==================== design 1
### Metal layers overlaid, design 1

Bar = 20 um. Only two layers are drawn.
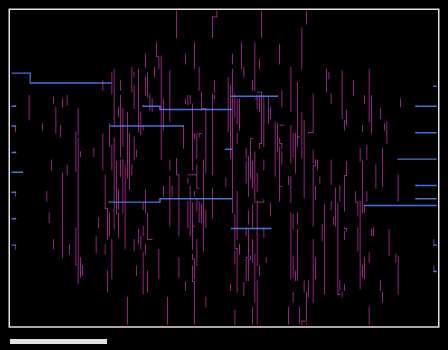

**src/rtl/viterbi_pkg.sv**
```systemverilog
// Constants and types shared by conv_encoder and viterbi_decoder (K=3, rate 1/2, octal 7/5).
package viterbi_pkg;

  localparam int K      = 3;
  localparam int MSG_W  = 8;
  localparam int CODE_W = 16;
  localparam int CNT_W  = $clog2(MSG_W);

  localparam logic [K-1:0] G0 = 3'b111;
  localparam logic [K-1:0] G1 = 3'b101;

  // Trellis state {s1,s2}: s1 is the previous input bit, s2 the one before it.
  typedef logic [K-2:0] enc_st_t;

  typedef enum logic [1:0] {
    ST_IDLE   = 2'd0,
    ST_ENCODE = 2'd1,
    ST_DONE   = 2'd2
  } enc_fsm_e;

endpackage

```
**src/rtl/conv_enc_step.sv**
```systemverilog
// One trellis step of the 7/5 encoder: coded pair {c0,c1} and next state for input bit u.
module conv_enc_step
  import viterbi_pkg::*;
(
  input  logic    u,
  input  enc_st_t i_st,
  output logic [1:0] o_pair,
  output enc_st_t o_next_st
);

  logic [K-1:0] w_win;

  // Window ordered {u, s1, s2} so that the generator MSB taps the newest bit.
  assign w_win     = {u, i_st};
  assign o_pair    = {^(w_win & G0), ^(w_win & G1)};
  assign o_next_st = {u, i_st[1]};

endmodule

```
**src/rtl/conv_encoder.sv**
```systemverilog
// Bit-serial rate-1/2 K=3 convolutional encoder: 8-bit message in, 16-bit code word out after 10 cycles.
// Optional error injection (i_err_mask port and mask register) with CONV_ENC_ERR_INJECT_EN.
module conv_encoder
  import viterbi_pkg::*;
(
  input  logic              clk,
  input  logic              rst,
  input  logic              en,
  input  logic [MSG_W-1:0]  i_data,
`ifdef CONV_ENC_ERR_INJECT_EN
  input  logic [CODE_W-1:0] i_err_mask,
`endif
  output logic [CODE_W-1:0] o_data,
  output logic              o_done,
  output logic              o_busy,
  output logic [1:0]        o_dbg_state
);

  // Start handshake: a request is taken when en is high on an edge while IDLE;
  // o_busy low means the next en will be accepted, o_done marks o_data valid.
  enc_fsm_e          r_state;
  enc_fsm_e          w_next_state;
  logic [CNT_W-1:0]  r_cnt;
  logic [MSG_W-1:0]  r_msg_sr;
  enc_st_t           r_enc_st;
  logic [CODE_W-1:0] r_out_sr;
  logic [CODE_W-1:0] r_data;
  logic              r_done;
  logic [1:0]        w_pair;
  enc_st_t           w_next_enc_st;
  logic [CODE_W-1:0] w_mask;

  conv_enc_step u_step (
    .u         (r_msg_sr[MSG_W-1]),
    .i_st      (r_enc_st),
    .o_pair    (w_pair),
    .o_next_st (w_next_enc_st)
  );

`ifdef CONV_ENC_ERR_INJECT_EN
  logic [CODE_W-1:0] r_mask;

  always_ff @(posedge clk) begin
    if (rst) begin
      r_mask <= '0;
    end else if (r_state == ST_IDLE && en) begin
      r_mask <= i_err_mask;
    end
  end

  assign w_mask = r_mask;
`else
  assign w_mask = '0;
`endif

  always_ff @(posedge clk) begin
    if (rst) begin
      r_state <= ST_IDLE;
    end else begin
      r_state <= w_next_state;
    end
  end

  always_comb begin
    w_next_state = r_state;
    case (r_state)
      ST_IDLE:   if (en) w_next_state = ST_ENCODE;
      ST_ENCODE: if (r_cnt == CNT_W'(MSG_W - 1)) w_next_state = ST_DONE;
      ST_DONE:   w_next_state = ST_IDLE;
      default:   w_next_state = ST_IDLE;
    endcase
  end

  always_comb begin
    o_busy      = 1'b0;
    o_dbg_state = r_state;
    if (r_state == ST_ENCODE || r_state == ST_DONE) o_busy = 1'b1;
  end

  always_ff @(posedge clk) begin
    if (rst) begin
      r_cnt    <= '0;
      r_msg_sr <= '0;
      r_enc_st <= '0;
      r_out_sr <= '0;
      r_data   <= '0;
      r_done   <= 1'b0;
    end else begin
      r_done <= 1'b0;
      case (r_state)
        ST_IDLE: begin
          if (en) begin
            r_msg_sr <= i_data;
            r_cnt    <= '0;
            r_enc_st <= '0;
            r_out_sr <= '0;
          end
        end
        ST_ENCODE: begin
          // Older pairs drift toward [15:14], so the first pair lands on top.
          r_msg_sr <= {r_msg_sr[MSG_W-2:0], 1'b0};
          r_out_sr <= {r_out_sr[CODE_W-3:0], w_pair};
          r_enc_st <= w_next_enc_st;
          r_cnt    <= r_cnt + CNT_W'(1);
        end
        ST_DONE: begin
          r_data <= r_out_sr ^ w_mask;
          r_done <= 1'b1;
        end
        default: ;
      endcase
    end
  end

  assign o_data = r_data;
  assign o_done = r_done;

endmodule

```
**config.mk**
```make
export PLATFORM = sky130hd
export DESIGN_NAME = conv_encoder
export DESIGN_NICKNAME = d
export VERILOG_FILES = /design/src/rtl/viterbi_pkg.sv /design/src/rtl/conv_enc_step.sv /design/src/rtl/conv_encoder.sv
export SDC_FILE = /design/constraint.sdc
export NUM_CORES = 1
export LEC_CHECK = 0
export CORE_AREA = 2 2 86 63
export CTS_BUF_LIST = sky130_fd_sc_hd__clkbuf_8
export CTS_CLUSTER_DIAMETER = 80
export DETAILED_ROUTE_END_ITERATION = 7
export DIE_AREA = 0 0 88 65
export GPL_TIMING_DRIVEN = 0
export SYNTH_ARGS = -nofsm -noshare
export SYNTH_HDL_FRONTEND = slang
export SYNTH_SLANG_ARGS = --single-unit
```
**constraint.sdc**
```tcl
create_clock -name clk -period 3.56 [get_ports clk]
set_input_delay 0.356 -clock clk [delete_from_list [all_inputs] [get_ports clk]]
set_output_delay 0.356 -clock clk [all_outputs]
set_load 0.02 [all_outputs]
```
==================== design 2
<file path="config.mk">
export PLATFORM = sky130hd
export DESIGN_NAME = mem_access_unit
export DESIGN_NICKNAME = d
export VERILOG_FILES = /design/src/rtl/mem_access_unit.sv
export SDC_FILE = /design/constraint.sdc
export NUM_CORES = 1
export LEC_CHECK = 0
export CAP_MARGIN = 20
export CORE_MARGIN = 2
export CORE_UTILIZATION = 30
export CTS_BUF_LIST = sky130_fd_sc_hd__clkbuf_16
export CTS_CLUSTER_SIZE = 30
export DETAILED_ROUTE_END_ITERATION = 12
export SYNTH_ARGS = -nofsm -noshare
export SYNTH_HDL_FRONTEND = slang
export SYNTH_SLANG_ARGS = --single-unit
export TNS_END_PERCENT = 20
</file>
<file path="constraint.sdc">
create_clock -name clk -period 2.1 [get_ports clk]
set_clock_uncertainty 0.05 [all_clocks]
set_input_delay 0.315 -clock clk [delete_from_list [all_inputs] [get_ports clk]]
set_output_delay 0.315 -clock clk [all_outputs]
set_load 0.02 [all_outputs]
</file>
<file path="src/rtl/mem_access_unit.sv">
`timescale 1ns/1ps
`default_nettype none
// ============================================================================
// Module   : mem_access_unit
// Purpose  : Memory-stage load/store unit. Turns the Memory-stage instruction
//            into a single request/ack data-bus transaction, stalls the
//            pipeline while the bus is busy, aligns and extends load data,
//            replicates store data across byte lanes, flags misaligned
//            accesses and abandons bus accesses that never complete.
//            All state updates occur on the falling edge of clk.
// Ports    : clk, reset (async, active low)
//            MemWriteM, ResultSrcM, funct3M, ALUResultM, WriteDataM
//                                              - Memory-stage instruction
//            StallM, ReadDataM, MisalignM, BusErrM
//                                              - pipeline-facing results
//            dmem_req, dmem_we, dmem_addr, dmem_be, dmem_wdata,
//            dmem_rdata, dmem_ack                - data bus
// Revision : 1.0 - initial release
// ============================================================================
module mem_access_unit #(
    parameter int TIMEOUT = 16
) (
    input  logic        clk,
    input  logic        reset,
    input  logic        MemWriteM,
    input  logic [1:0]  ResultSrcM,
    input  logic [2:0]  funct3M,
    input  logic [31:0] ALUResultM,
    input  logic [31:0] WriteDataM,
    output logic        StallM,
    output logic [31:0] ReadDataM,
    output logic        MisalignM,
    output logic        BusErrM,
    output logic        dmem_req,
    output logic        dmem_we,
    output logic [31:0] dmem_addr,
    output logic [3:0]  dmem_be,
    output logic [31:0] dmem_wdata,
    input  logic [31:0] dmem_rdata,
    input  logic        dmem_ack
);

    localparam logic [1:0] c_IDLE     = 2'd0;
    localparam logic [1:0] c_ACCESS   = 2'd1;
    localparam logic [1:0] c_DONE     = 2'd2;
    localparam logic [1:0] c_RES_LOAD = 2'b01;
    localparam logic [7:0] c_CNT_LAST = 8'(TIMEOUT - 1);

    logic [1:0]  r_state;
    logic [1:0]  w_state_nxt;
    logic        r_flush;
    logic [7:0]  r_cnt;
    logic [29:0] r_waddr;
    logic        r_we;
    logic [3:0]  r_be;
    logic [31:0] r_wdata;
    logic [2:0]  r_f3;
    logic [1:0]  r_off;
    logic [31:0] r_rdata;
    logic        r_buserr;

    logic        w_legal;
    logic        w_pending;
    logic        w_misalign;
    logic [1:0]  w_size;
    logic [3:0]  w_be;
    logic [31:0] w_wdata;
    logic [7:0]  w_lane_b;
    logic [15:0] w_lane_h;
    logic [31:0] w_load;

    // ------------------------------------------------------------------
    // Instruction decode
    // ------------------------------------------------------------------
    always_comb begin
        w_legal = 1'b0;
        case (funct3M)
            3'b000, 3'b001, 3'b010, 3'b100, 3'b101: w_legal = 1'b1;
            default:                                w_legal = 1'b0;
        endcase
    end

    assign w_size = funct3M[1:0];

    // The cycle right after reset release never starts an access.
    assign w_pending = (MemWriteM || (ResultSrcM == c_RES_LOAD)) && w_legal && !r_flush;

    assign w_misalign = ((w_size == 2'b01) && ALUResultM[0]) ||
                        ((w_size == 2'b10) && (ALUResultM[1:0] != 2'b00));

    // Store lane placement; loads always read the whole word.
    always_comb begin
        w_be    = 4'b1111;
        w_wdata = '0;
        if (MemWriteM) begin
            case (w_size)
                2'b00: begin
                    w_be    = 4'b0001 << ALUResultM[1:0];
                    w_wdata = {4{WriteDataM[7:0]}};
                end
                2'b01: begin
                    w_be    = 4'b0011 << {ALUResultM[1], 1'b0};
                    w_wdata = {2{WriteDataM[15:0]}};
                end
                default: begin
                    w_be    = 4'b1111;
                    w_wdata = WriteDataM;
                end
            endcase
        end
    end

    // ------------------------------------------------------------------
    // Load alignment and extension, using the size/offset captured at
    // the start of the access (pipeline inputs are not trusted meanwhile)
    // ------------------------------------------------------------------
    always_comb begin
        case (r_off)
            2'd0:    w_lane_b = dmem_rdata[7:0];
            2'd1:    w_lane_b = dmem_rdata[15:8];
            2'd2:    w_lane_b = dmem_rdata[23:16];
            default: w_lane_b = dmem_rdata[31:24];
        endcase
        w_lane_h = r_off[1] ? dmem_rdata[31:16] : dmem_rdata[15:0];
        case (r_f3)
            3'b000:  w_load = {{24{w_lane_b[7]}}, w_lane_b};
            3'b001:  w_load = {{16{w_lane_h[15]}}, w_lane_h};
            3'b010:  w_load = dmem_rdata;
            3'b100:  w_load = {24'd0, w_lane_b};
            3'b101:  w_load = {16'd0, w_lane_h};
            default: w_load = '0;
        endcase
    end

    // ------------------------------------------------------------------
    // FSM next state and combinational handshake outputs
    // ------------------------------------------------------------------
    always_comb begin
        w_state_nxt = r_state;
        StallM      = 1'b0;
        MisalignM   = 1'b0;
        case (r_state)
            c_IDLE: begin
                if (w_pending) begin
                    if (w_misalign) begin
                        // Let the faulting instruction flow on unstalled.
                        MisalignM = 1'b1;
                    end else begin
                        StallM      = 1'b1;
                        w_state_nxt = c_ACCESS;
                    end
                end
            end
            c_ACCESS: begin
                StallM = 1'b1;
                if (dmem_ack || (r_cnt == c_CNT_LAST)) begin
                    w_state_nxt = c_DONE;
                end
            end
            c_DONE: begin
                // Pipeline advances on the edge that returns us to IDLE.
                w_state_nxt = c_IDLE;
            end
            default: begin
                w_state_nxt = c_IDLE;
            end
        endcase
    end

    // ------------------------------------------------------------------
    // State and datapath registers (falling edge, async active-low reset)
    // ------------------------------------------------------------------
    always_ff @(negedge clk or negedge reset) begin
        if (!reset) begin
            r_state  <= c_IDLE;
            r_flush  <= 1'b1;
            r_cnt    <= '0;
            r_waddr  <= '0;
            r_we     <= 1'b0;
            r_be     <= '0;
            r_wdata  <= '0;
            r_f3     <= '0;
            r_off    <= '0;
            r_rdata  <= '0;
            r_buserr <= 1'b0;
        end else if (r_flush) begin
            r_flush <= 1'b0;
        end else begin
            r_state <= w_state_nxt;
            case (r_state)
                c_IDLE: begin
                    if (w_state_nxt == c_ACCESS) begin
                        r_waddr  <= ALUResultM[31:2];
                        r_we     <= MemWriteM;
                        r_be     <= w_be;
                        r_wdata  <= w_wdata;
                        r_f3     <= funct3M;
                        r_off    <= ALUResultM[1:0];
                        r_cnt    <= '0;
                        r_rdata  <= '0;
                        r_buserr <= 1'b0;
                    end
                end
                c_ACCESS: begin
                    // An ack on the final allowed edge still completes.
                    if (dmem_ack) begin
                        r_rdata  <= r_we ? '0 : w_load;
                        r_buserr <= 1'b0;
                    end else if (r_cnt == c_CNT_LAST) begin
                        r_rdata  <= '0;
                        r_buserr <= 1'b1;
                    end else begin
                        r_cnt <= r_cnt + 8'd1;
                    end
                end
                default: begin
                end
            endcase
        end
    end

    // ------------------------------------------------------------------
    // Outputs
    // ------------------------------------------------------------------
    assign dmem_req   = (r_state == c_ACCESS);
    assign dmem_we    = r_we;
    assign dmem_addr  = {r_waddr, 2'b00};
    assign dmem_be    = r_be;
    assign dmem_wdata = r_wdata;
    assign ReadDataM  = (r_state == c_DONE) ? r_rdata : '0;
    assign BusErrM    = (r_state == c_DONE) && r_buserr;

endmodule
`default_nettype wire

</file>
==================== design 3
--- config.mk ---
export PLATFORM = sky130hd
export DESIGN_NAME = cnt_down2
export DESIGN_NICKNAME = d
export VERILOG_FILES = /design/src/rtl/cnt_pkg.sv /design/src/rtl/bcd_digit_dn.sv /design/src/rtl/cnt_down2.sv
export SDC_FILE = /design/constraint.sdc
export NUM_CORES = 1
export LEC_CHECK = 0
export ABC_CLOCK_PERIOD_IN_PS = 4300
export CAP_MARGIN = 0
export CELL_PAD_IN_SITES_DETAIL_PLACEMENT = 0
export CELL_PAD_IN_SITES_GLOBAL_PLACEMENT = 2
export CORE_MARGIN = 5
export CORE_UTILIZATION = 30
export DETAILED_ROUTE_END_ITERATION = 7
export PLACE_DENSITY_LB_ADDON = 0.1
export SYNTH_ARGS = -nofsm -noshare
export SYNTH_HDL_FRONTEND = slang
export SYNTH_SLANG_ARGS = --single-unit
--- constraint.sdc ---
create_clock -name CLK0 -period 4.3 [get_ports CLK0]
set_clock_uncertainty 0.2 [all_clocks]
set_input_delay 0.645 -clock CLK0 [delete_from_list [all_inputs] [get_ports CLK0]]
set_output_delay 0.645 -clock CLK0 [all_outputs]
set_load 0.02 [all_outputs]
--- src/rtl/cnt_pkg.sv ---
// Shared definitions for the two-digit BCD counters: FSM state encoding,
// the largest legal BCD digit and a digit-validity helper.
package cnt_pkg;

  typedef enum logic [1:0] {
    IDLE = 2'd0,
    RUN  = 2'd1,
    HOLD = 2'd2
  } cnt_state_e;

  localparam logic [3:0] BCD_MAX = 4'd9;

  function automatic logic is_bcd(input logic [3:0] digit);
    return (digit <= BCD_MAX);
  endfunction

endpackage

--- src/rtl/bcd_digit_dn.sv ---
// One BCD digit of a down-counter: combinational next value and borrow,
// chained ones -> tens through borrow_out -> dec_in.
module bcd_digit_dn
  import cnt_pkg::*;
(
  input  logic       dec_in,
  input  logic [3:0] digit_i,
  output logic [3:0] digit_o,
  output logic       borrow_out
);

  // Decrement with wrap 0 -> 9, reporting the borrow to the next digit
  always_comb begin
    digit_o    = digit_i;
    borrow_out = 1'b0;
    if (dec_in) begin
      if (digit_i == 4'd0) begin
        digit_o    = BCD_MAX;
        borrow_out = 1'b1;
      end else begin
        digit_o    = digit_i - 4'd1;
        borrow_out = 1'b0;
      end
    end else begin
      digit_o    = digit_i;
      borrow_out = 1'b0;
    end
  end

endmodule

--- src/rtl/cnt_down2.sv ---
// Two-digit BCD countdown timer (00-99) with load, start/stop, prescaled
// decrement, one-cycle DONE pulse and sticky ERR for non-BCD loads.
module cnt_down2
  import cnt_pkg::*;
#(
  parameter int unsigned TICK_DIV = 1
) (
  input  logic       CLK0,
  input  logic       RST,
  input  logic       LOAD,
  input  logic [3:0] LD1,
  input  logic [3:0] LD0,
  input  logic       START,
  input  logic       STOP,
  output logic [3:0] out1,
  output logic [3:0] out0,
  output logic       BUSY,
  output logic       DONE,
  output logic       ERR
);

  localparam int unsigned PW = (TICK_DIV > 1) ? $clog2(TICK_DIV) : 1;
  localparam logic [PW-1:0] PRESC_ZERO = {PW{1'b0}};
  localparam logic [PW-1:0] PRESC_ONE  = PW'(1);
  localparam logic [PW-1:0] PRESC_LAST = PW'(TICK_DIV - 1);

  cnt_state_e    state_q, state_d;
  logic [3:0]    cnt1_q, cnt1_d;
  logic [3:0]    cnt0_q, cnt0_d;
  logic [PW-1:0] presc_q, presc_d;
  logic          busy_q, busy_d;
  logic          done_q, done_d;
  logic          err_q, err_d;

  logic          tick_s;
  logic          load_ok_s;
  logic          is_zero_s;
  logic          is_one_s;
  logic [3:0]    dig0_s, dig1_s;
  logic          borrow0_s, borrow1_s;

  assign tick_s    = (state_q == RUN) && (presc_q == PRESC_LAST);
  assign load_ok_s = is_bcd(LD1) && is_bcd(LD0);
  assign is_zero_s = (cnt1_q == 4'd0) && (cnt0_q == 4'd0);
  assign is_one_s  = (cnt1_q == 4'd0) && (cnt0_q == 4'd1);

  bcd_digit_dn u_ones (
    .dec_in     (tick_s),
    .digit_i    (cnt0_q),
    .digit_o    (dig0_s),
    .borrow_out (borrow0_s)
  );

  bcd_digit_dn u_tens (
    .dec_in     (borrow0_s),
    .digit_i    (cnt1_q),
    .digit_o    (dig1_s),
    .borrow_out (borrow1_s)
  );

  // Next-state logic; priority LOAD > STOP > START > tick
  always_comb begin
    state_d = state_q;
    cnt1_d  = cnt1_q;
    cnt0_d  = cnt0_q;
    presc_d = presc_q;
    err_d   = err_q;
    done_d  = 1'b0;

    if (LOAD) begin
      state_d = IDLE;
      if (load_ok_s) begin
        cnt1_d  = LD1;
        cnt0_d  = LD0;
        err_d   = 1'b0;
        presc_d = PRESC_ZERO;
      end else begin
        err_d   = 1'b1;
      end
    end else begin
      case (state_q)
        IDLE: begin
          if (START && !err_q) begin
            if (is_zero_s) begin
              done_d = 1'b1;
            end else begin
              state_d = RUN;
              presc_d = PRESC_ZERO;
            end
          end else begin
            state_d = IDLE;
          end
        end
        RUN: begin
          if (STOP) begin
            // prescaler is frozen so a resume keeps the partial period
            state_d = HOLD;
          end else if (tick_s) begin
            presc_d = PRESC_ZERO;
            if (!borrow1_s) begin
              cnt1_d = dig1_s;
              cnt0_d = dig0_s;
            end else begin
              cnt1_d = cnt1_q;
              cnt0_d = cnt0_q;
            end
            if (is_one_s) begin
              state_d = IDLE;
              done_d  = 1'b1;
            end else begin
              state_d = RUN;
            end
          end else begin
            presc_d = presc_q + PRESC_ONE;
          end
        end
        HOLD: begin
          if (START) begin
            state_d = RUN;
          end else begin
            state_d = HOLD;
          end
        end
        default: begin
          state_d = IDLE;
        end
      endcase
    end

    busy_d = (state_d != IDLE);
  end

  // State and output registers with synchronous reset
  always_ff @(posedge CLK0) begin
    if (RST) begin
      state_q <= IDLE;
      cnt1_q  <= 4'd0;
      cnt0_q  <= 4'd0;
      presc_q <= PRESC_ZERO;
      busy_q  <= 1'b0;
      done_q  <= 1'b0;
      err_q   <= 1'b0;
    end else begin
      state_q <= state_d;
      cnt1_q  <= cnt1_d;
      cnt0_q  <= cnt0_d;
      presc_q <= presc_d;
      busy_q  <= busy_d;
      done_q  <= done_d;
      err_q   <= err_d;
    end
  end

  assign out1 = cnt1_q;
  assign out0 = cnt0_q;
  assign BUSY = busy_q;
  assign DONE = done_q;
  assign ERR  = err_q;

endmodule

### Register map, names as in the netlist, design 1

Bar = 20 um. Other sequential cells in the stronger grey, the rest of the logic in the fainter grey.
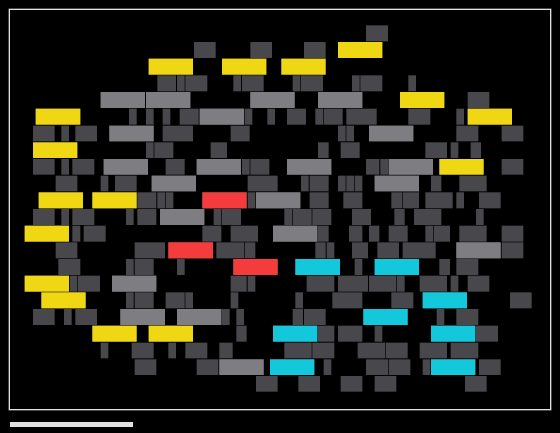
| colour | signal | flops |
|---|---|---|
| red | r_cnt | 3 |
| cyan | r_msg_sr | 8 |
| yellow | o_data | 16 |
not coloured: 21

### The clock network, design 1

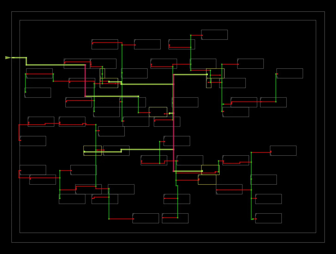
Seq cells: 48
clk sinks: 48
Clk power: 0.000331 W
Clock Buffer Count: 6

## Picture notes: 'Metal layers overlaid' of design 1
| colour | layer | wire length |
|---|---|---|
| blue | metal 3 | 147 um |
| magenta | metal 2 | 1480 um |

==> changes_impl.md, design 1 <==
## Flow update

- Outcome: finished clean
- Overall power: 0.00111 W
- RSZ-0062 raised after global routing: no
- Rel. slew slack: between 60% and 70%
- Warnings from Yosys: 0
- Complex-gate fraction of the synthesized area: 15.4%
- Final setup fails: 0
- Sw frac: 28.3%
- Share of layout cells above drive strength 1: 11.2%
- Area Growth Syn to Fin: 24.5%
- Met1 usage: 22.2%
- OpenROAD warning count: 29
- Final ANT Viol Nets: 0
- Unique cell type count in the Yosys netlist: 25
- Final WL: 3.86 mm
- Synth Net Count: just over 200
- Worst R2R Setup Slack: ~1900 ps
- Dominant combinational family: AND-OR/OR-AND gates
- Pleak: approximately 0.86 nW
- Clock-pin slew on the worst setup and hold paths: roughly 80 ps
- Clk latency late pin: around 300 ps
- Vias per cell: roughly 4.8
design 1: cell type report:
class / instances / area, um2
well taps: 72 / 90.1
fillers: 506 / 2590
clock buffers: 6 / 82.6
inverters: 3 / 11.3
plain buffers: 16 / 83.8
repair buffers: 29 / 290
clock inverters: 2 / 7.51
multi-input cells: 119 / 866
flip-flops and latches: 48 / 961
design 1: worst paths after layout:
path	from	to	depth (start not counted)
setup reg to reg	o_dbg_state[1]	r_cnt[0]	6
hold / removal	rst	o_done	2
setup / recovery	o_dbg_state[0]	o_busy	3
hold reg to reg	r_msg_sr[0]	r_msg_sr[0]	2
design 1: layout by cell type, fill, tap and decap left out, types with 6 or more instances in the layout:
cell,synthesis,routed
ha_1,6,6
dfxtp_1,48,48
clkbuf_8,0,6
clkbuf_1,6,6
nor2_1,42,42
a32oi_1,19,19
a211oi_2,7,7
buf_2,7,7
mux2i_1,24,24
clkdlybuf4s50_1,0,29
design 1: sequential cells by signal, indices dropped and copies added, names as in the netlist:
register	flops
o_data	16
o_dbg_state	2
o_done	1
r_cnt	3
r_enc_st	2
r_msg_sr	8
r_out_sr	16
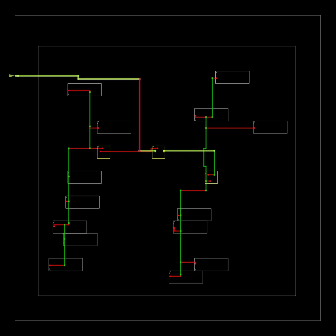
*The clock network, design 3*
clk latency late pin: 280 ps
Clock Buffer Count: 3
Seq cells: 14
Num CTS Buffers: 3

==> changes_impl.md, design 3 <==
## Flow update

- WHS Path Cells: 2
- Nets: 146
- Pleak: roughly 0.43 nW
- Nonclk buf count: 23
- Placed Area: 1220 um2
- Overall power: 0.000332 W
- Worst R2R Start: out1[1]
- Outcome: finished clean
- Cells after Synth: about 110
- DRC: 0
- Design area: 1240 um2
- Mux share: 3.26%
- Finished Core Util: 40.7%
- Critical R2R Capture: out0[3]
- CP Capture Type: flip-flop
design 3: state kept, by name, indices dropped and copies added (netlist names):
signal,cells
BUSY,1
DONE,1
ERR,1
out0,4
out1,4
presc_q,1
state_q,2
design 3: where the power goes:
part	internal [W]	total, W	switching (W)	leakage, nW
clock network	0.0000324	0.0000736	0.0000412	0.0138
registers	0.000137	0.000150	0.0000132	0.114
logic	0.0000518	0.000108	0.0000561	0.304
total	0.000221	0.000332	0.000110	0.432
design 3: Yosys cell counts, types with 2 or more instances:
cell type	n	area [um2]
inv_1	2	7.51
nor2_1	13	48.8
nand2b_1	2	12.5
a31oi_1	5	31.3
a211oi_2	4	50.1
a22oi_1	3	22.5
buf_2	2	10.0
clkbuf_1	4	15.0
nand2_1	4	15.0
o21ai_0	8	40.0
or4_1	2	15.0
nand4_1	3	18.8
nor2b_1	5	31.3
a311o_1	2	20.0
mux2i_1	2	20.0
o31ai_1	3	22.5
a21oi_1	6	30.0
nand3_1	3	15.0
dfxtp_1	14	280
design 3: metal layers:
metal,GRT usage (%),vias up,wire [um]
li1,-,474,-
met1,17.4,424,1300
met2,17.9,34,1100
met3,4.89,4,169
met4,2.79,0,22
met5,0,-,0
### Cells coloured by class, design 2

Fill, decap, tap and diode cells in grey.
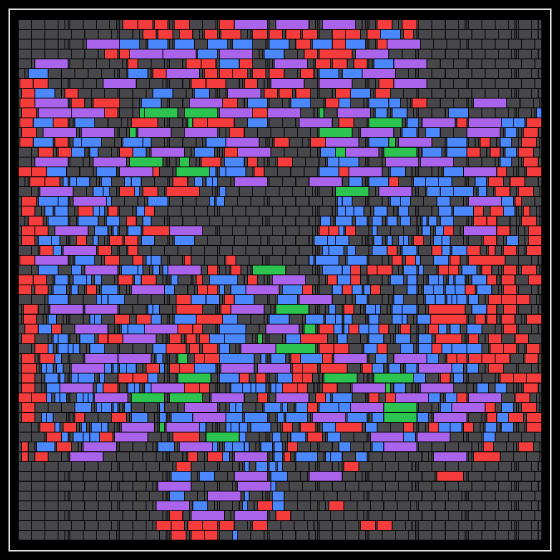
| colour | class | cells | share of their area |
|---|---|---|---|
| red | remaining buffers and delay cells | 341 | 33% |
| purple | sequential cells | 116 | 27% |
| blue | combinational and other logic | 423 | 35% |
| green | clock drivers and dummy loads | 31 | 5.1% |

==> changes_impl.md, design 2 <==
## Flow update

- Outcome: finished, violations left
- Failing checks: setup timing
- Core Region: between 20000 and 25000 um2
- Area leader, netlist: dfrtn_1
- Setup slack after layout: -1030 ps
- Core Util at FP: around 30%
- Global Route Usage Sum: a little under a fifth
- Clock Buffer Count: 17
- Clk pwr share: 24.8%
- Complex-gate fraction of the synthesized area: 17.3%
- Final setup fails: 217
- Basic Gates by Area: about 13%
- Pleak: 5.01 nW
- Highest metal used: met5
- RSZ-0062 raised after global routing: yes
- Warnings from Yosys: 0
- WHS Path Cells: 1
- Post-DP HPWL: between 15 and 20 mm
- Comb pwr share: 44.1%
- Sequential Area: around 2900 um2
- Max incr delay on CP: 420 ps
- Inverters: 6
- Fillers: about 1900
- Yosys xor share: less than 1%
- Nonclk buf count: roughly 340
- Largest class: logic gates
- Final WL: between 20 and 25 mm
- Yosys Instances: 587
- R2R cell count: 8
design 2: metrics by stage:
stage	hold WS [ps]	util (%)	setup slack, ps	cell area, um2	std cells
2_1_floorplan	358	-	-862	6560	589
3_3_place_gp	383	46.4	-1450	9690	1137
3_5_place_dp	382	46.4	-1480	9690	1137
4_1_cts	395	51.7	-1000	10800	1180
5_1_grt	398	52.9	-1110	11100	1186
6_report	403	52.9	-1030	11100	1188
design 2: repair_timing:
| item | CTS | global route |
|---|---|---|
| setup endpoints to repair | 217 | 217 |
| setup buffers | 9 | 5 |
| cloned | 4 | 2 |
| resized | 733 | 65 |
| pin swaps | 25 | 33 |
design 2: worst max-delay path by stage:
stage / cells past startpoint / end / slack [ps] / start
after global routing: 7 / ReadDataM[30] / -1110 / r_state[1]
final: 7 / ReadDataM[30] / -1030 / r_state[1]
after detailed placement: 5 / r_off[0] / -1480 / ALUResultM[1]
after global placement: 5 / r_f3[1] / -1450 / ALUResultM[1]
after floorplan: 5 / r_rdata[17] / -860 / ALUResultM[1]
after CTS: 7 / ReadDataM[30] / -1000 / r_state[1]
design 2: worst max-delay path: cells and delay by family (launching register included):
kind	cells	cell delay, ps
buffers and inverters	5	600
AND/OR/NAND/NOR	2	310
flip-flops	1	420

==> notes/layouts.md <==
Pictures saved along the way, in no particular order.

Routed clock nets over the placement.
(a)
Bar = 20 um.
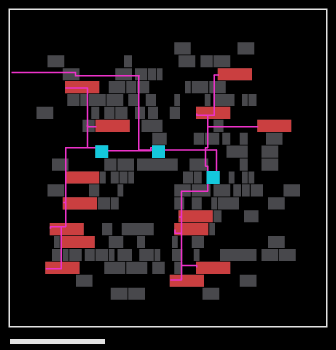
(b)
Bar = 20 um.
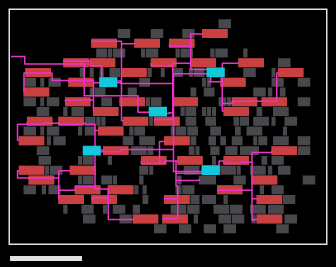
(c)
Bar = 50 um.
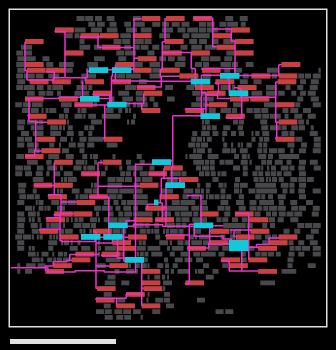
- (b) = design 1
- (c) = design 2
- (a) = design 3

Key to (a):
[red] flip-flops | count: 14
[magenta] clock wires | length: 212 um
[cyan] clock drivers | count: 3
routed clock nets: 4


==================== design 4
### Routed clock nets over the placement, design 4

Bar = 20 um.
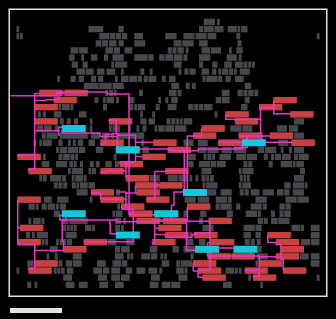

==> src/rtl/z_sine_plotter_pkg.sv <==
// z_sine_plotter_pkg
//   Shared constants for the sine plotter: default plot geometry, the RGB565
//   colour table, the phase-step table selected by the period count, and the
//   small types used to carry pixel control information down the pipeline.
package z_sine_plotter_pkg;

  // Default screen / plot geometry (overridable via module parameters)
  localparam int DEF_H_ACTIVE = 480;
  localparam int DEF_PLOT_Y0  = 8;
  localparam int DEF_PLOT_Y1  = 263;
  localparam int DEF_AXIS_ROW = 128;

  // Colour table (RGB565)
  localparam logic [15:0] BLACK      = 16'h0000;
  localparam logic [15:0] WAVE_GREEN = 16'h07E0;
  localparam logic [15:0] AXIS_GRAY  = 16'h8410;

  // Largest legal "periods minus one" value; anything above is treated as this
  localparam logic [2:0] MAX_PERIOD_IDX = 3'd4;

  // Colour decision made in the last pipeline stage
  typedef enum logic [1:0] {
    PIX_BLACK = 2'd0,
    PIX_WAVE  = 2'd1,
    PIX_AXIS  = 2'd2
  } pix_class_e;

  // Per-pixel control carried alongside the phase through the pipeline
  typedef struct packed {
    logic       de;         // pixel valid
    logic       draw;       // line is being drawn (enabled and started at x=0)
    logic       in_plot;    // inside plot rows and visible columns
    logic       first_col;  // x == 0, previous sample is not available
    logic [7:0] row;        // row offset measured up from the last plot row
  } pix_ctl_t;

  function automatic logic [2:0] clamp_periods(input logic [2:0] p);
    return (p > MAX_PERIOD_IDX) ? MAX_PERIOD_IDX : p;
  endfunction

  // round(N*65536/480) for N = p+1 sine periods across the visible width
  function automatic logic [15:0] phase_step(input logic [2:0] p);
    logic [15:0] s;
    case (p)
      3'd0:    s = 16'd137;
      3'd1:    s = 16'd273;
      3'd2:    s = 16'd410;
      3'd3:    s = 16'd546;
      default: s = 16'd683;
    endcase
    return s;
  endfunction

endpackage

==> src/rtl/z_sine_rom.sv <==
// z_sine_rom
//   256x8 sine table, value(a) = round(127.5 + 127.5*sin(2*pi*a/256)),
//   registered output (one cycle of read latency).
//   Ports:
//     clk     in   clock
//     rst_n   in   asynchronous active-low reset (clears the output register)
//     i_addr  in   8-bit table address
//     o_data  out  8-bit sample, valid one cycle after i_addr
module z_sine_rom
  import z_sine_plotter_pkg::*;
(
  input  logic       clk,
  input  logic       rst_n,
  input  logic [7:0] i_addr,
  output logic [7:0] o_data
);

  // floor(127.5*sin(pi*k/128)) for k = 0..64 (first quarter wave)
  function automatic logic [6:0] quarter(input logic [6:0] k);
    logic [6:0] q;
    case (k)
      7'd0:  q = 7'd0;   7'd1:  q = 7'd3;   7'd2:  q = 7'd6;   7'd3:  q = 7'd9;
      7'd4:  q = 7'd12;  7'd5:  q = 7'd15;  7'd6:  q = 7'd18;  7'd7:  q = 7'd21;
      7'd8:  q = 7'd24;  7'd9:  q = 7'd27;  7'd10: q = 7'd30;  7'd11: q = 7'd34;
      7'd12: q = 7'd37;  7'd13: q = 7'd39;  7'd14: q = 7'd42;  7'd15: q = 7'd45;
      7'd16: q = 7'd48;  7'd17: q = 7'd51;  7'd18: q = 7'd54;  7'd19: q = 7'd57;
      7'd20: q = 7'd60;  7'd21: q = 7'd62;  7'd22: q = 7'd65;  7'd23: q = 7'd68;
      7'd24: q = 7'd70;  7'd25: q = 7'd73;  7'd26: q = 7'd75;  7'd27: q = 7'd78;
      7'd28: q = 7'd80;  7'd29: q = 7'd83;  7'd30: q = 7'd85;  7'd31: q = 7'd87;
      7'd32: q = 7'd90;  7'd33: q = 7'd92;  7'd34: q = 7'd94;  7'd35: q = 7'd96;
      7'd36: q = 7'd98;  7'd37: q = 7'd100; 7'd38: q = 7'd102; 7'd39: q = 7'd104;
      7'd40: q = 7'd106; 7'd41: q = 7'd107; 7'd42: q = 7'd109; 7'd43: q = 7'd110;
      7'd44: q = 7'd112; 7'd45: q = 7'd113; 7'd46: q = 7'd115; 7'd47: q = 7'd116;
      7'd48: q = 7'd117; 7'd49: q = 7'd118; 7'd50: q = 7'd120; 7'd51: q = 7'd121;
      7'd52: q = 7'd122; 7'd53: q = 7'd122; 7'd54: q = 7'd123; 7'd55: q = 7'd124;
      7'd56: q = 7'd125; 7'd57: q = 7'd125; 7'd58: q = 7'd126; 7'd59: q = 7'd126;
      7'd60: q = 7'd126;
      default: q = 7'd127;
    endcase
    return q;
  endfunction

  // Rebuild the full wave from the quarter table. Rounding 127.5+y equals
  // 128+floor(y), so the negative half is 127-q except at exactly zero
  // crossing (address 128), where the result is 128 rather than 127.
  function automatic logic [7:0] sine_value(input logic [7:0] a);
    logic [6:0] m;
    logic [6:0] k;
    logic [6:0] q;
    logic [7:0] v;
    m = a[6:0];
    k = (m > 7'd64) ? (7'd0 - m) : m;
    q = quarter(k);
    if (!a[7]) begin
      v = 8'd128 + {1'b0, q};
    end else if (m == 7'd0) begin
      v = 8'd128;
    end else begin
      v = 8'd127 - {1'b0, q};
    end
    return v;
  endfunction

  // Synchronous read
  always_ff @(posedge clk or negedge rst_n) begin
    if (!rst_n) begin
      o_data <= 8'd0;
    end else begin
      o_data <= sine_value(i_addr);
    end
  end

endmodule

==> src/rtl/z_sine_plotter.sv <==
// z_sine_plotter
//   Draws 1..5 sine periods across the LCD plot area. Three pipeline stages:
//   S1 registers phase and pixel coordinates, S2 reads the sine ROM, S3
//   compares the row offset against the current/previous sample and picks
//   the colour. Vertical gaps between adjacent columns are filled so the
//   curve is continuous.
//   Ports:
//     clk                  in   pixel clock
//     rst_n                in   asynchronous active-low reset
//     en                   in   block enable
//     iActive_Periods_Num  in   periods to draw minus one, latched on iVSync
//     iVSync               in   start-of-frame pulse
//     iDE, iX, iY          in   pixel valid and coordinates
//     oDE                  out  iDE delayed by 3 cycles
//     oRGB565              out  pixel colour, aligned with oDE
module z_sine_plotter
  import z_sine_plotter_pkg::*;
#(
  parameter int H_ACTIVE = DEF_H_ACTIVE,
  parameter int PLOT_Y0  = DEF_PLOT_Y0,
  parameter int PLOT_Y1  = DEF_PLOT_Y1,
  parameter int AXIS_ROW = DEF_AXIS_ROW
) (
  input  logic        clk,
  input  logic        rst_n,
  input  logic        en,
  input  logic [2:0]  iActive_Periods_Num,
  input  logic        iVSync,
  input  logic        iDE,
  input  logic [9:0]  iX,
  input  logic [9:0]  iY,
  output logic        oDE,
  output logic [15:0] oRGB565
);

  localparam logic [9:0] X_LIMIT   = 10'(H_ACTIVE);
  localparam logic [9:0] Y_FIRST   = 10'(PLOT_Y0);
  localparam logic [9:0] Y_LAST    = 10'(PLOT_Y1);
  localparam logic [7:0] Y_LAST_LO = 8'(PLOT_Y1);
  localparam logic [7:0] AXIS_R    = 8'(AXIS_ROW);

  logic [2:0]  r_periods;
  logic        r_armed;
  logic [15:0] r_acc;
  pix_ctl_t    r_s1;
  pix_ctl_t    r_s2;
  logic [7:0]  r_prev;

  logic [2:0]  w_periods;
  logic [15:0] w_step;
  logic        w_line_start;
  pix_ctl_t    w_s1_next;
  logic [7:0]  w_cur;
  logic [7:0]  w_prev;
  logic [7:0]  w_lo;
  logic [7:0]  w_hi;
  pix_class_e  w_class;

  // Input decode. A period value arriving with iVSync is used immediately,
  // so a pixel coincident with the frame pulse already sees the new step.
  // The row offset is taken mod 256; it only matters inside the plot rows.
  always_comb begin
    w_periods           = iVSync ? clamp_periods(iActive_Periods_Num) : r_periods;
    w_step              = phase_step(w_periods);
    w_line_start        = iDE && (iX == 10'd0);
    w_s1_next.de        = iDE;
    w_s1_next.draw      = en && iDE && (w_line_start || r_armed);
    w_s1_next.in_plot   = (iY >= Y_FIRST) && (iY <= Y_LAST) && (iX < X_LIMIT);
    w_s1_next.first_col = (iX == 10'd0);
    w_s1_next.row       = Y_LAST_LO - iY[7:0];
  end

  // Period latch and phase accumulator (S1 phase). r_armed marks that the
  // current line started at x=0 while enabled; without it a line entered
  // mid-way (after reset or re-enable) stays background until the next x=0.
  always_ff @(posedge clk or negedge rst_n) begin
    if (!rst_n) begin
      r_periods <= 3'd0;
      r_armed   <= 1'b0;
      r_acc     <= 16'd0;
    end else begin
      if (iVSync) begin
        r_periods <= w_periods;
      end
      if (!en) begin
        r_acc   <= 16'd0;
        r_armed <= 1'b0;
      end else if (w_line_start) begin
        r_acc   <= 16'd0;
        r_armed <= 1'b1;
      end else if (iDE && r_armed) begin
        r_acc <= r_acc + w_step;
      end
    end
  end

  // Control pipeline, kept in step with the ROM read
  always_ff @(posedge clk or negedge rst_n) begin
    if (!rst_n) begin
      r_s1 <= '0;
      r_s2 <= '0;
    end else begin
      r_s1 <= w_s1_next;
      r_s2 <= r_s1;
    end
  end

  z_sine_rom u_rom (
    .clk    (clk),
    .rst_n  (rst_n),
    .i_addr (r_acc[15:8]),
    .o_data (w_cur)
  );

  // Colour decision: the wave covers every row between the previous and
  // current column's sample so steep slopes have no gaps.
  always_comb begin
    w_prev  = r_s2.first_col ? w_cur : r_prev;
    w_lo    = (w_prev < w_cur) ? w_prev : w_cur;
    w_hi    = (w_prev < w_cur) ? w_cur : w_prev;
    w_class = PIX_BLACK;
    if (r_s2.de && r_s2.draw && r_s2.in_plot) begin
      if ((r_s2.row >= w_lo) && (r_s2.row <= w_hi)) begin
        w_class = PIX_WAVE;
      end else if (r_s2.row == AXIS_R) begin
        w_class = PIX_AXIS;
      end
    end
  end

  // S3 output register and previous-column sample
  always_ff @(posedge clk or negedge rst_n) begin
    if (!rst_n) begin
      r_prev  <= 8'd0;
      oDE     <= 1'b0;
      oRGB565 <= BLACK;
    end else begin
      if (r_s2.de) begin
        r_prev <= w_cur;
      end
      oDE <= r_s2.de;
      case (w_class)
        PIX_WAVE: oRGB565 <= WAVE_GREEN;
        PIX_AXIS: oRGB565 <= AXIS_GRAY;
        default:  oRGB565 <= BLACK;
      endcase
    end
  end

endmodule

==> config.mk <==
export PLATFORM = sky130hd
export DESIGN_NAME = z_sine_plotter
export DESIGN_NICKNAME = d
export VERILOG_FILES = /design/src/rtl/z_sine_plotter_pkg.sv /design/src/rtl/z_sine_rom.sv /design/src/rtl/z_sine_plotter.sv
export SDC_FILE = /design/constraint.sdc
export NUM_CORES = 1
export LEC_CHECK = 0
export ABC_CLOCK_PERIOD_IN_PS = 5540
export CAP_MARGIN = 20
export CELL_PAD_IN_SITES_DETAIL_PLACEMENT = 0
export CELL_PAD_IN_SITES_GLOBAL_PLACEMENT = 1
export CORE_ASPECT_RATIO = 0.9
export CORE_MARGIN = 2
export CORE_UTILIZATION = 38
export DETAILED_ROUTE_END_ITERATION = 8
export PLACE_DENSITY_LB_ADDON = 0.1
export SYNTH_ARGS = -nofsm -noshare
export SYNTH_HDL_FRONTEND = slang
export SYNTH_SLANG_ARGS = --single-unit
==> constraint.sdc <==
create_clock -name clk -period 5.54 [get_ports clk]
set_input_delay 1.108 -clock clk [delete_from_list [all_inputs] [get_ports clk]]
set_output_delay 1.108 -clock clk [all_outputs]
set_load 0.005 [all_outputs]
==================== design 5
--- config.mk ---
export PLATFORM = sky130hd
export DESIGN_NAME = detector_ctrl
export DESIGN_NICKNAME = d
export VERILOG_FILES = /design/src/rtl/detector_ctrl.sv
export SDC_FILE = /design/constraint.sdc
export NUM_CORES = 1
export LEC_CHECK = 0
export ABC_AREA = 0
export CELL_PAD_IN_SITES_DETAIL_PLACEMENT = 1
export CELL_PAD_IN_SITES_GLOBAL_PLACEMENT = 1
export CORE_AREA = 2 2 53 65
export DETAILED_ROUTE_END_ITERATION = 10
export DIE_AREA = 0 0 55 67
export PLACE_DENSITY = 0.86
export SYNTH_ARGS = -nofsm -noshare
export SYNTH_HDL_FRONTEND = slang
export SYNTH_SLANG_ARGS = --single-unit
--- constraint.sdc ---
create_clock -name clk -period 6.4 [get_ports clk]
set_clock_uncertainty 0.2 [all_clocks]
set_input_delay 1.28 -clock clk [delete_from_list [all_inputs] [get_ports clk]]
set_output_delay 1.28 -clock clk [all_outputs]
set_load 0.02 [all_outputs]
--- src/rtl/detector_ctrl.sv ---
// Run controller for the serial pattern detector: loads a pattern, runs one
// detection pass with overlapping matches, and holds the match count until cleared.
module detector_ctrl #(
  parameter int             N         = 4,
  parameter logic [N-1:0]   PAT_RST   = 4'b1101,
  parameter int             MAX_MATCH = 255
) (
  input  logic         clk,
  input  logic         rst_n,
  input  logic         cfg_valid,
  input  logic [N-1:0] cfg_pattern,
  output logic         cfg_ready,
  input  logic         start,
  input  logic         stop,
  input  logic         clear,
  input  logic         entrada,
  output logic         salida,
  output logic [7:0]   count,
  output logic [1:0]   estado
);

  localparam int                FILL_W    = $clog2(N + 1);
  localparam logic [FILL_W-1:0] FILL_FULL = FILL_W'(N);
  localparam logic [7:0]        LAST_CNT  = 8'(MAX_MATCH - 1);

  typedef enum logic [1:0] {
    IDLE  = 2'd0,
    ARMED = 2'd1,
    RUN   = 2'd2,
    DONE  = 2'd3
  } state_t;

  state_t            state_q, state_d;
  logic [N-1:0]      pat_q, pat_d;
  logic [N-1:0]      sh_q, sh_d;
  logic [FILL_W-1:0] fill_q, fill_d;
  logic              salida_q, salida_d;
  logic [7:0]        count_q, count_d;

  logic [N-1:0]      sh_run;
  logic [FILL_W-1:0] fill_run;
  logic              match_run;

  // Values the shift path would take if this edge samples entrada.
  assign sh_run    = {sh_q[N-2:0], entrada};
  assign fill_run  = (fill_q == FILL_FULL) ? FILL_FULL : fill_q + FILL_W'(1);
  assign match_run = (fill_run == FILL_FULL) && (sh_run == pat_q);

  always_comb begin
    // NOTE: every signal gets its hold/default value first so no path leaves it unassigned and infers a latch.
    state_d  = state_q;
    pat_d    = pat_q;
    sh_d     = sh_q;
    fill_d   = fill_q;
    count_d  = count_q;
    salida_d = 1'b0;

    unique case (state_q)
      IDLE: begin
        if (cfg_valid) pat_d = cfg_pattern;
        if (start)     state_d = ARMED;
      end
      ARMED: begin
        sh_d    = '0;
        fill_d  = '0;
        count_d = '0;
        state_d = stop ? DONE : RUN;
      end
      RUN: begin
        sh_d   = sh_run;
        fill_d = fill_run;
        if (match_run) begin
          salida_d = 1'b1;
          count_d  = count_q + 8'd1;
        end
        // A match at the exiting edge is still counted and pulsed.
        if (stop || (match_run && (count_q == LAST_CNT))) state_d = DONE;
      end
      DONE: begin
        if (clear) state_d = IDLE;
      end
      default: state_d = IDLE;
    endcase
  end

  always_ff @(posedge clk) begin
    // NOTE: state registers use non-blocking assignments so every flop samples the pre-edge values.
    if (!rst_n) begin
      state_q  <= IDLE;
      pat_q    <= PAT_RST;
      sh_q     <= '0;
      fill_q   <= '0;
      salida_q <= 1'b0;
      count_q  <= '0;
    end else begin
      state_q  <= state_d;
      pat_q    <= pat_d;
      sh_q     <= sh_d;
      fill_q   <= fill_d;
      salida_q <= salida_d;
      count_q  <= count_d;
    end
  end

  assign cfg_ready = (state_q == IDLE);
  assign estado    = state_q;
  assign salida    = salida_q;
  assign count     = count_q;

endmodule

### Cells coloured by class, design 5

Fill, decap, tap and diode cells in grey.
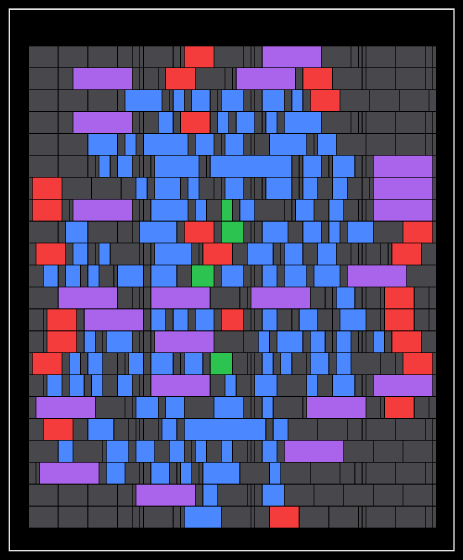
| colour | class | cells | share of their area |
|---|---|---|---|
| red | remaining buffers and delay cells | 23 | 16% |
| blue | combinational and other logic | 111 | 53% |
| purple | sequential cells | 21 | 29% |
| green | clock drivers and dummy loads | 4 | 1.8% |

### The clock network, design 5

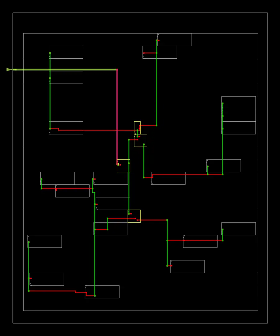
Num CTS Buffers: 3
clk latency late pin: 290 ps
Clk power: 0.0000638 W
Clock Buffer Count: 4
Seq cells: 21

==> changes_impl.md, design 5 <==
## Flow update

- Outcome: finished clean
- RD Place Congestion: approximately 0.75
- DR WL/cell: between 10 and 15 um
- Global Route Usage Sum: 17.2%
- Fmax: 305 MHz
- Initial DRC count: 10
- Design area: 1480 um2
- GRT overflow: 0
- Final WL: 2.80 mm
- Share of layout cells above drive strength 1: 5.03%
- Worst R2R Setup Slack: approximately 3800 ps
- Tightest Pin Transition: 756 ps
- Core Region: 3030 um2
- Synthesized cell area: 1210 um2
- Post-synth EDFFs: 0
- Switch Pwr: 0.000168 W
design 5: how the worst min path moves through the flow:
stage / startpoint / to / slack [ps] / depth (start not counted)
floorplan: pat_q[1] / pat_q[1] / 260 / 2
global placement: pat_q[2] / pat_q[2] / 270 / 2
detailed placement: pat_q[3] / pat_q[3] / 280 / 2
CTS: pat_q[3] / pat_q[3] / 300 / 2
global route: pat_q[3] / pat_q[3] / 320 / 2
finish: pat_q[3] / pat_q[3] / 290 / 2
design 5: metrics by stage:
step                      hold slack [ps]  utilization, %
after floorplan                       255               -
after global placement                272            47.9
after detailed placement              280            47.9
after CTS                             298            48.8
after global routing                  320            48.8
final                                 290            48.8
design 5: metal layers:
| metal | share of wire (%) | up-vias | GRT usage [%] |
|---|---|---|---|
| met5 | 0 | - | 0 |
| met4 | 1.2 | 0 | 5.49 |
| met3 | 3.2 | 4 | 2.02 |
| met2 | 55 | 23 | 31.7 |
| met1 | 41 | 520 | 19.8 |
| li1 | - | 545 | - |
design 5: state kept, by name, indices dropped and copies added, names as in the netlist:
register and flops:
count 8, fill_q 3, salida 1, estado 2
sh_q 3, pat_q 4
### Register map, names as in the netlist, design 4

Bar = 20 um. Other sequential cells in the stronger grey, the rest of the logic in the fainter grey.
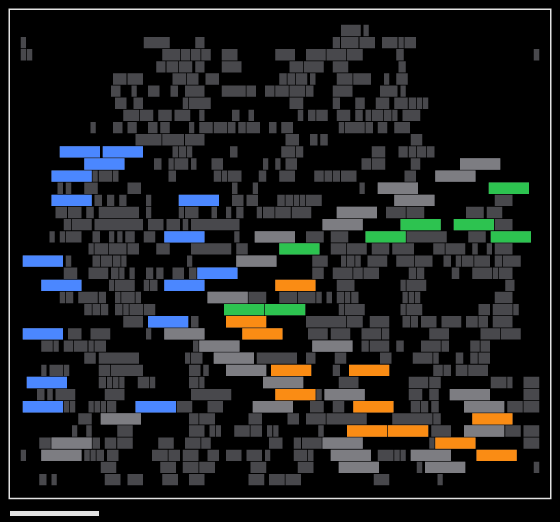
| colour | signal | flops |
|---|---|---|
| orange | r_s2 | 12 |
| blue | r_acc | 16 |
| green | r_prev | 8 |
not coloured: 28

### Cells coloured by class, design 4

Fill, decap, tap and diode cells in grey.
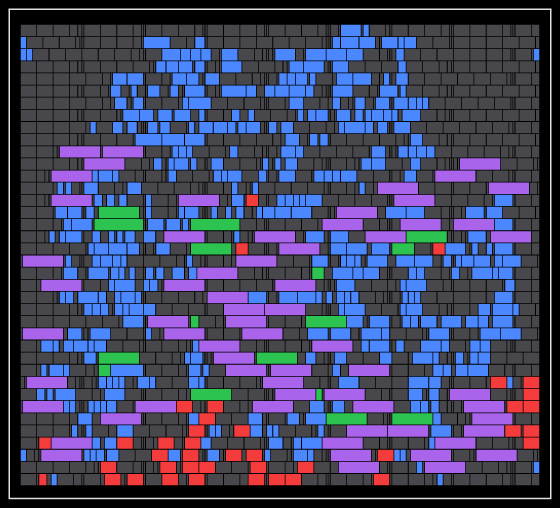
| colour | class | cells | share of their area |
|---|---|---|---|
| blue | combinational and other logic | 417 | 56% |
| red | remaining buffers and delay cells | 40 | 7.3% |
| purple | sequential cells | 64 | 31% |
| green | clock drivers and dummy loads | 16 | 6.2% |

Notes on 'Routed clock nets over the placement' of design 4 above:
[red] flip-flops | count: 64
[cyan] clock drivers | count: 9
[magenta] clock wires | length: 911 um
routed clock nets: 10

==> changes_impl.md, design 4 <==
## Flow update

- Outcome: finished clean
- Seq pwr share: 41.5%
- Peak supply drop: 124 uV
- Port bufs: 36
- Rel. slew slack: 43.1%
- RD Place Congestion: 0.829
- Worst slack, placed: 1220 ps
- Synthesis area per yosys: 4680 um2
- Post-CTS sizing: 0
- Yosys Instances: ~500
- Final hold violations: 0
- Avg Cell Area, Syn: 9.27 um2
- DRC: 0
- Number of global-route vias before repair: 3598
- Synth Seq Share: 34.2%
- Area Growth Syn to Fin: 16.3%
- Critical R2R Capture: oRGB565[10]
- OpenROAD warning count: 32
- Worst-case clock skew: around 3.2 ps
- Pleak: between 2 and 2.5 nW
- CTS root buf: clkbuf_16
-- design 4: critical path, cell delays in order, from the launching register on --
cell and delay, ps:
dfrtp_1 570, mux2_2 410, ha_1 300, and2_1 180
a221o_1 300, a31oi_2 420, nand2b_1 110, mux2_2 290
ha_1 260, nand2b_1 130, a21o_1 170, a21o_1 170
a21oi_1 140, o21ai_0 120, a21o_1 210, a21oi_1 150
ha_1 240, inv_1 60
-- design 4: power groups by stage --
stage | Clock (W) | Sequential (W) | Combinational [W]
4_1_cts | 0.000621 | 0.000488 | 0.0000857
5_1_grt | 0.000648 | 0.000489 | 0.0000963
2_1_floorplan | 0 | 0.000492 | 0.0000484
3_3_place_gp | 0 | 0.000496 | 0.0000835
3_5_place_dp | 0 | 0.000496 | 0.0000852
6_report | 0.000604 | 0.000488 | 0.0000839
-- design 4: layer usage --
metal	GRT usage (%)	up-vias	wire [um]
met5	0	-	0
met1	24.9	1781	5210
li1	-	1870	-
met3	4.36	10	497
met4	4.40	0	125
met2	26.4	77	4730
-- design 4: per-stage QoR --
step	hold WS, ps	instance area, um2
2_1_floorplan	331	4710
3_3_place_gp	332	5120
3_5_place_dp	336	5120
4_1_cts	347	5450
5_1_grt	352	5450
6_report	344	5450


==> layout pictures side by side <==
Metal layers overlaid.
picture 1
Bar = 50 um. Only two layers are drawn.
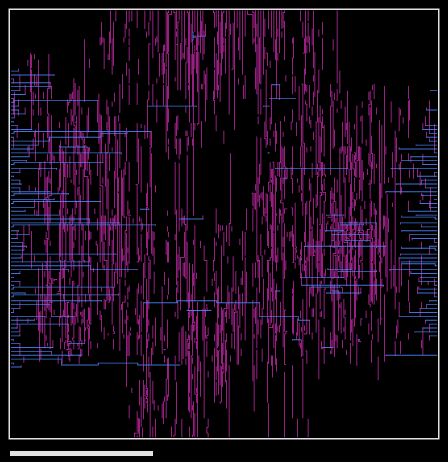
picture 2
Bar = 20 um. Only two layers are drawn.
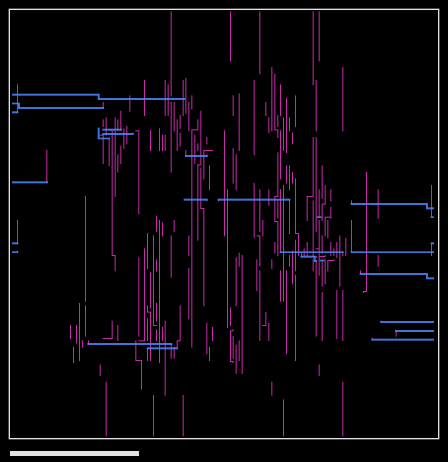
picture 3
Bar = 20 um. Only two layers are drawn.
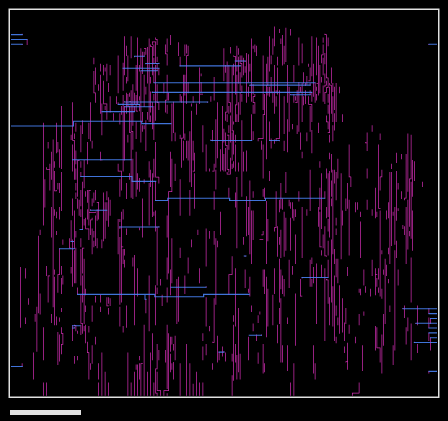
picture 4
Bar = 20 um. Only two layers are drawn.
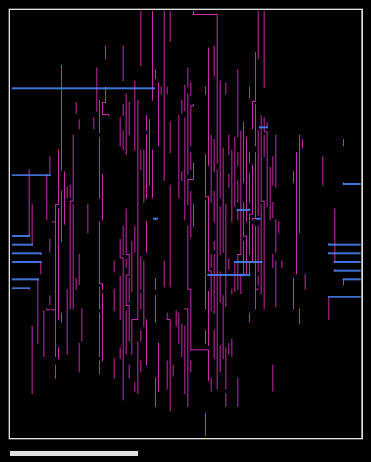
- most wire: picture 1
- largest die: picture 1
design 5 -> picture 4
design 3 -> picture 2
design 2 -> picture 1
design 4 -> picture 3


==> screenshots <==
Register map, names as in the netlist.
shot_01.png
Bar = 20 um. Other sequential cells in the stronger grey, the rest of the logic in the fainter grey.
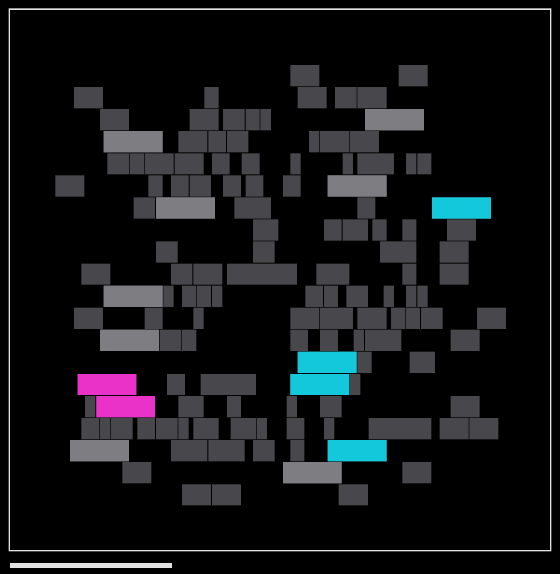
shot_02.png
Bar = 20 um. Other sequential cells in the stronger grey, the rest of the logic in the fainter grey.
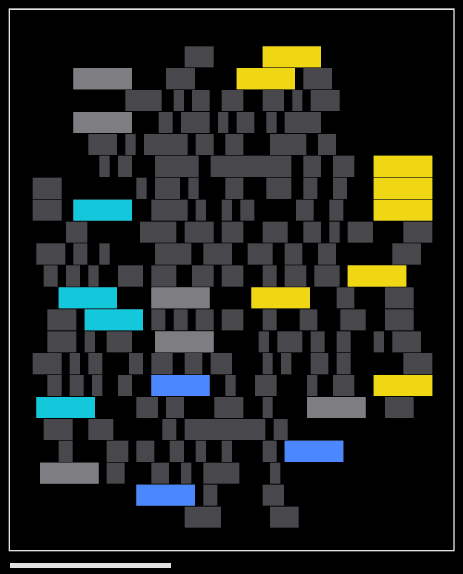
shot_03.png
Bar = 50 um. Other sequential cells in the stronger grey, the rest of the logic in the fainter grey.
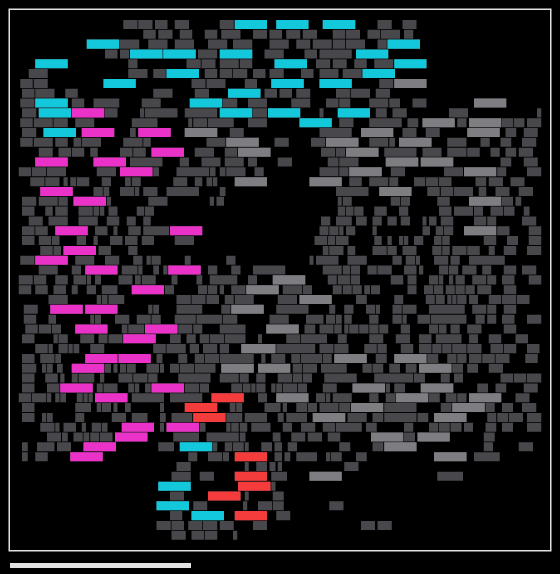
For design 3, see shot_01.png.
For design 5, see shot_02.png.
For design 2, see shot_03.png.
Of these, largest die: shot_03.png
Of these, smallest die: shot_02.png

Key to shot_03.png:
| colour | signal | flops |
|---|---|---|
| magenta | dmem_wdata | 32 |
| red | r_cnt | 8 |
| cyan | r_waddr | 30 |
not coloured: 46

Power is estimated from default activity; no workload was simulated.
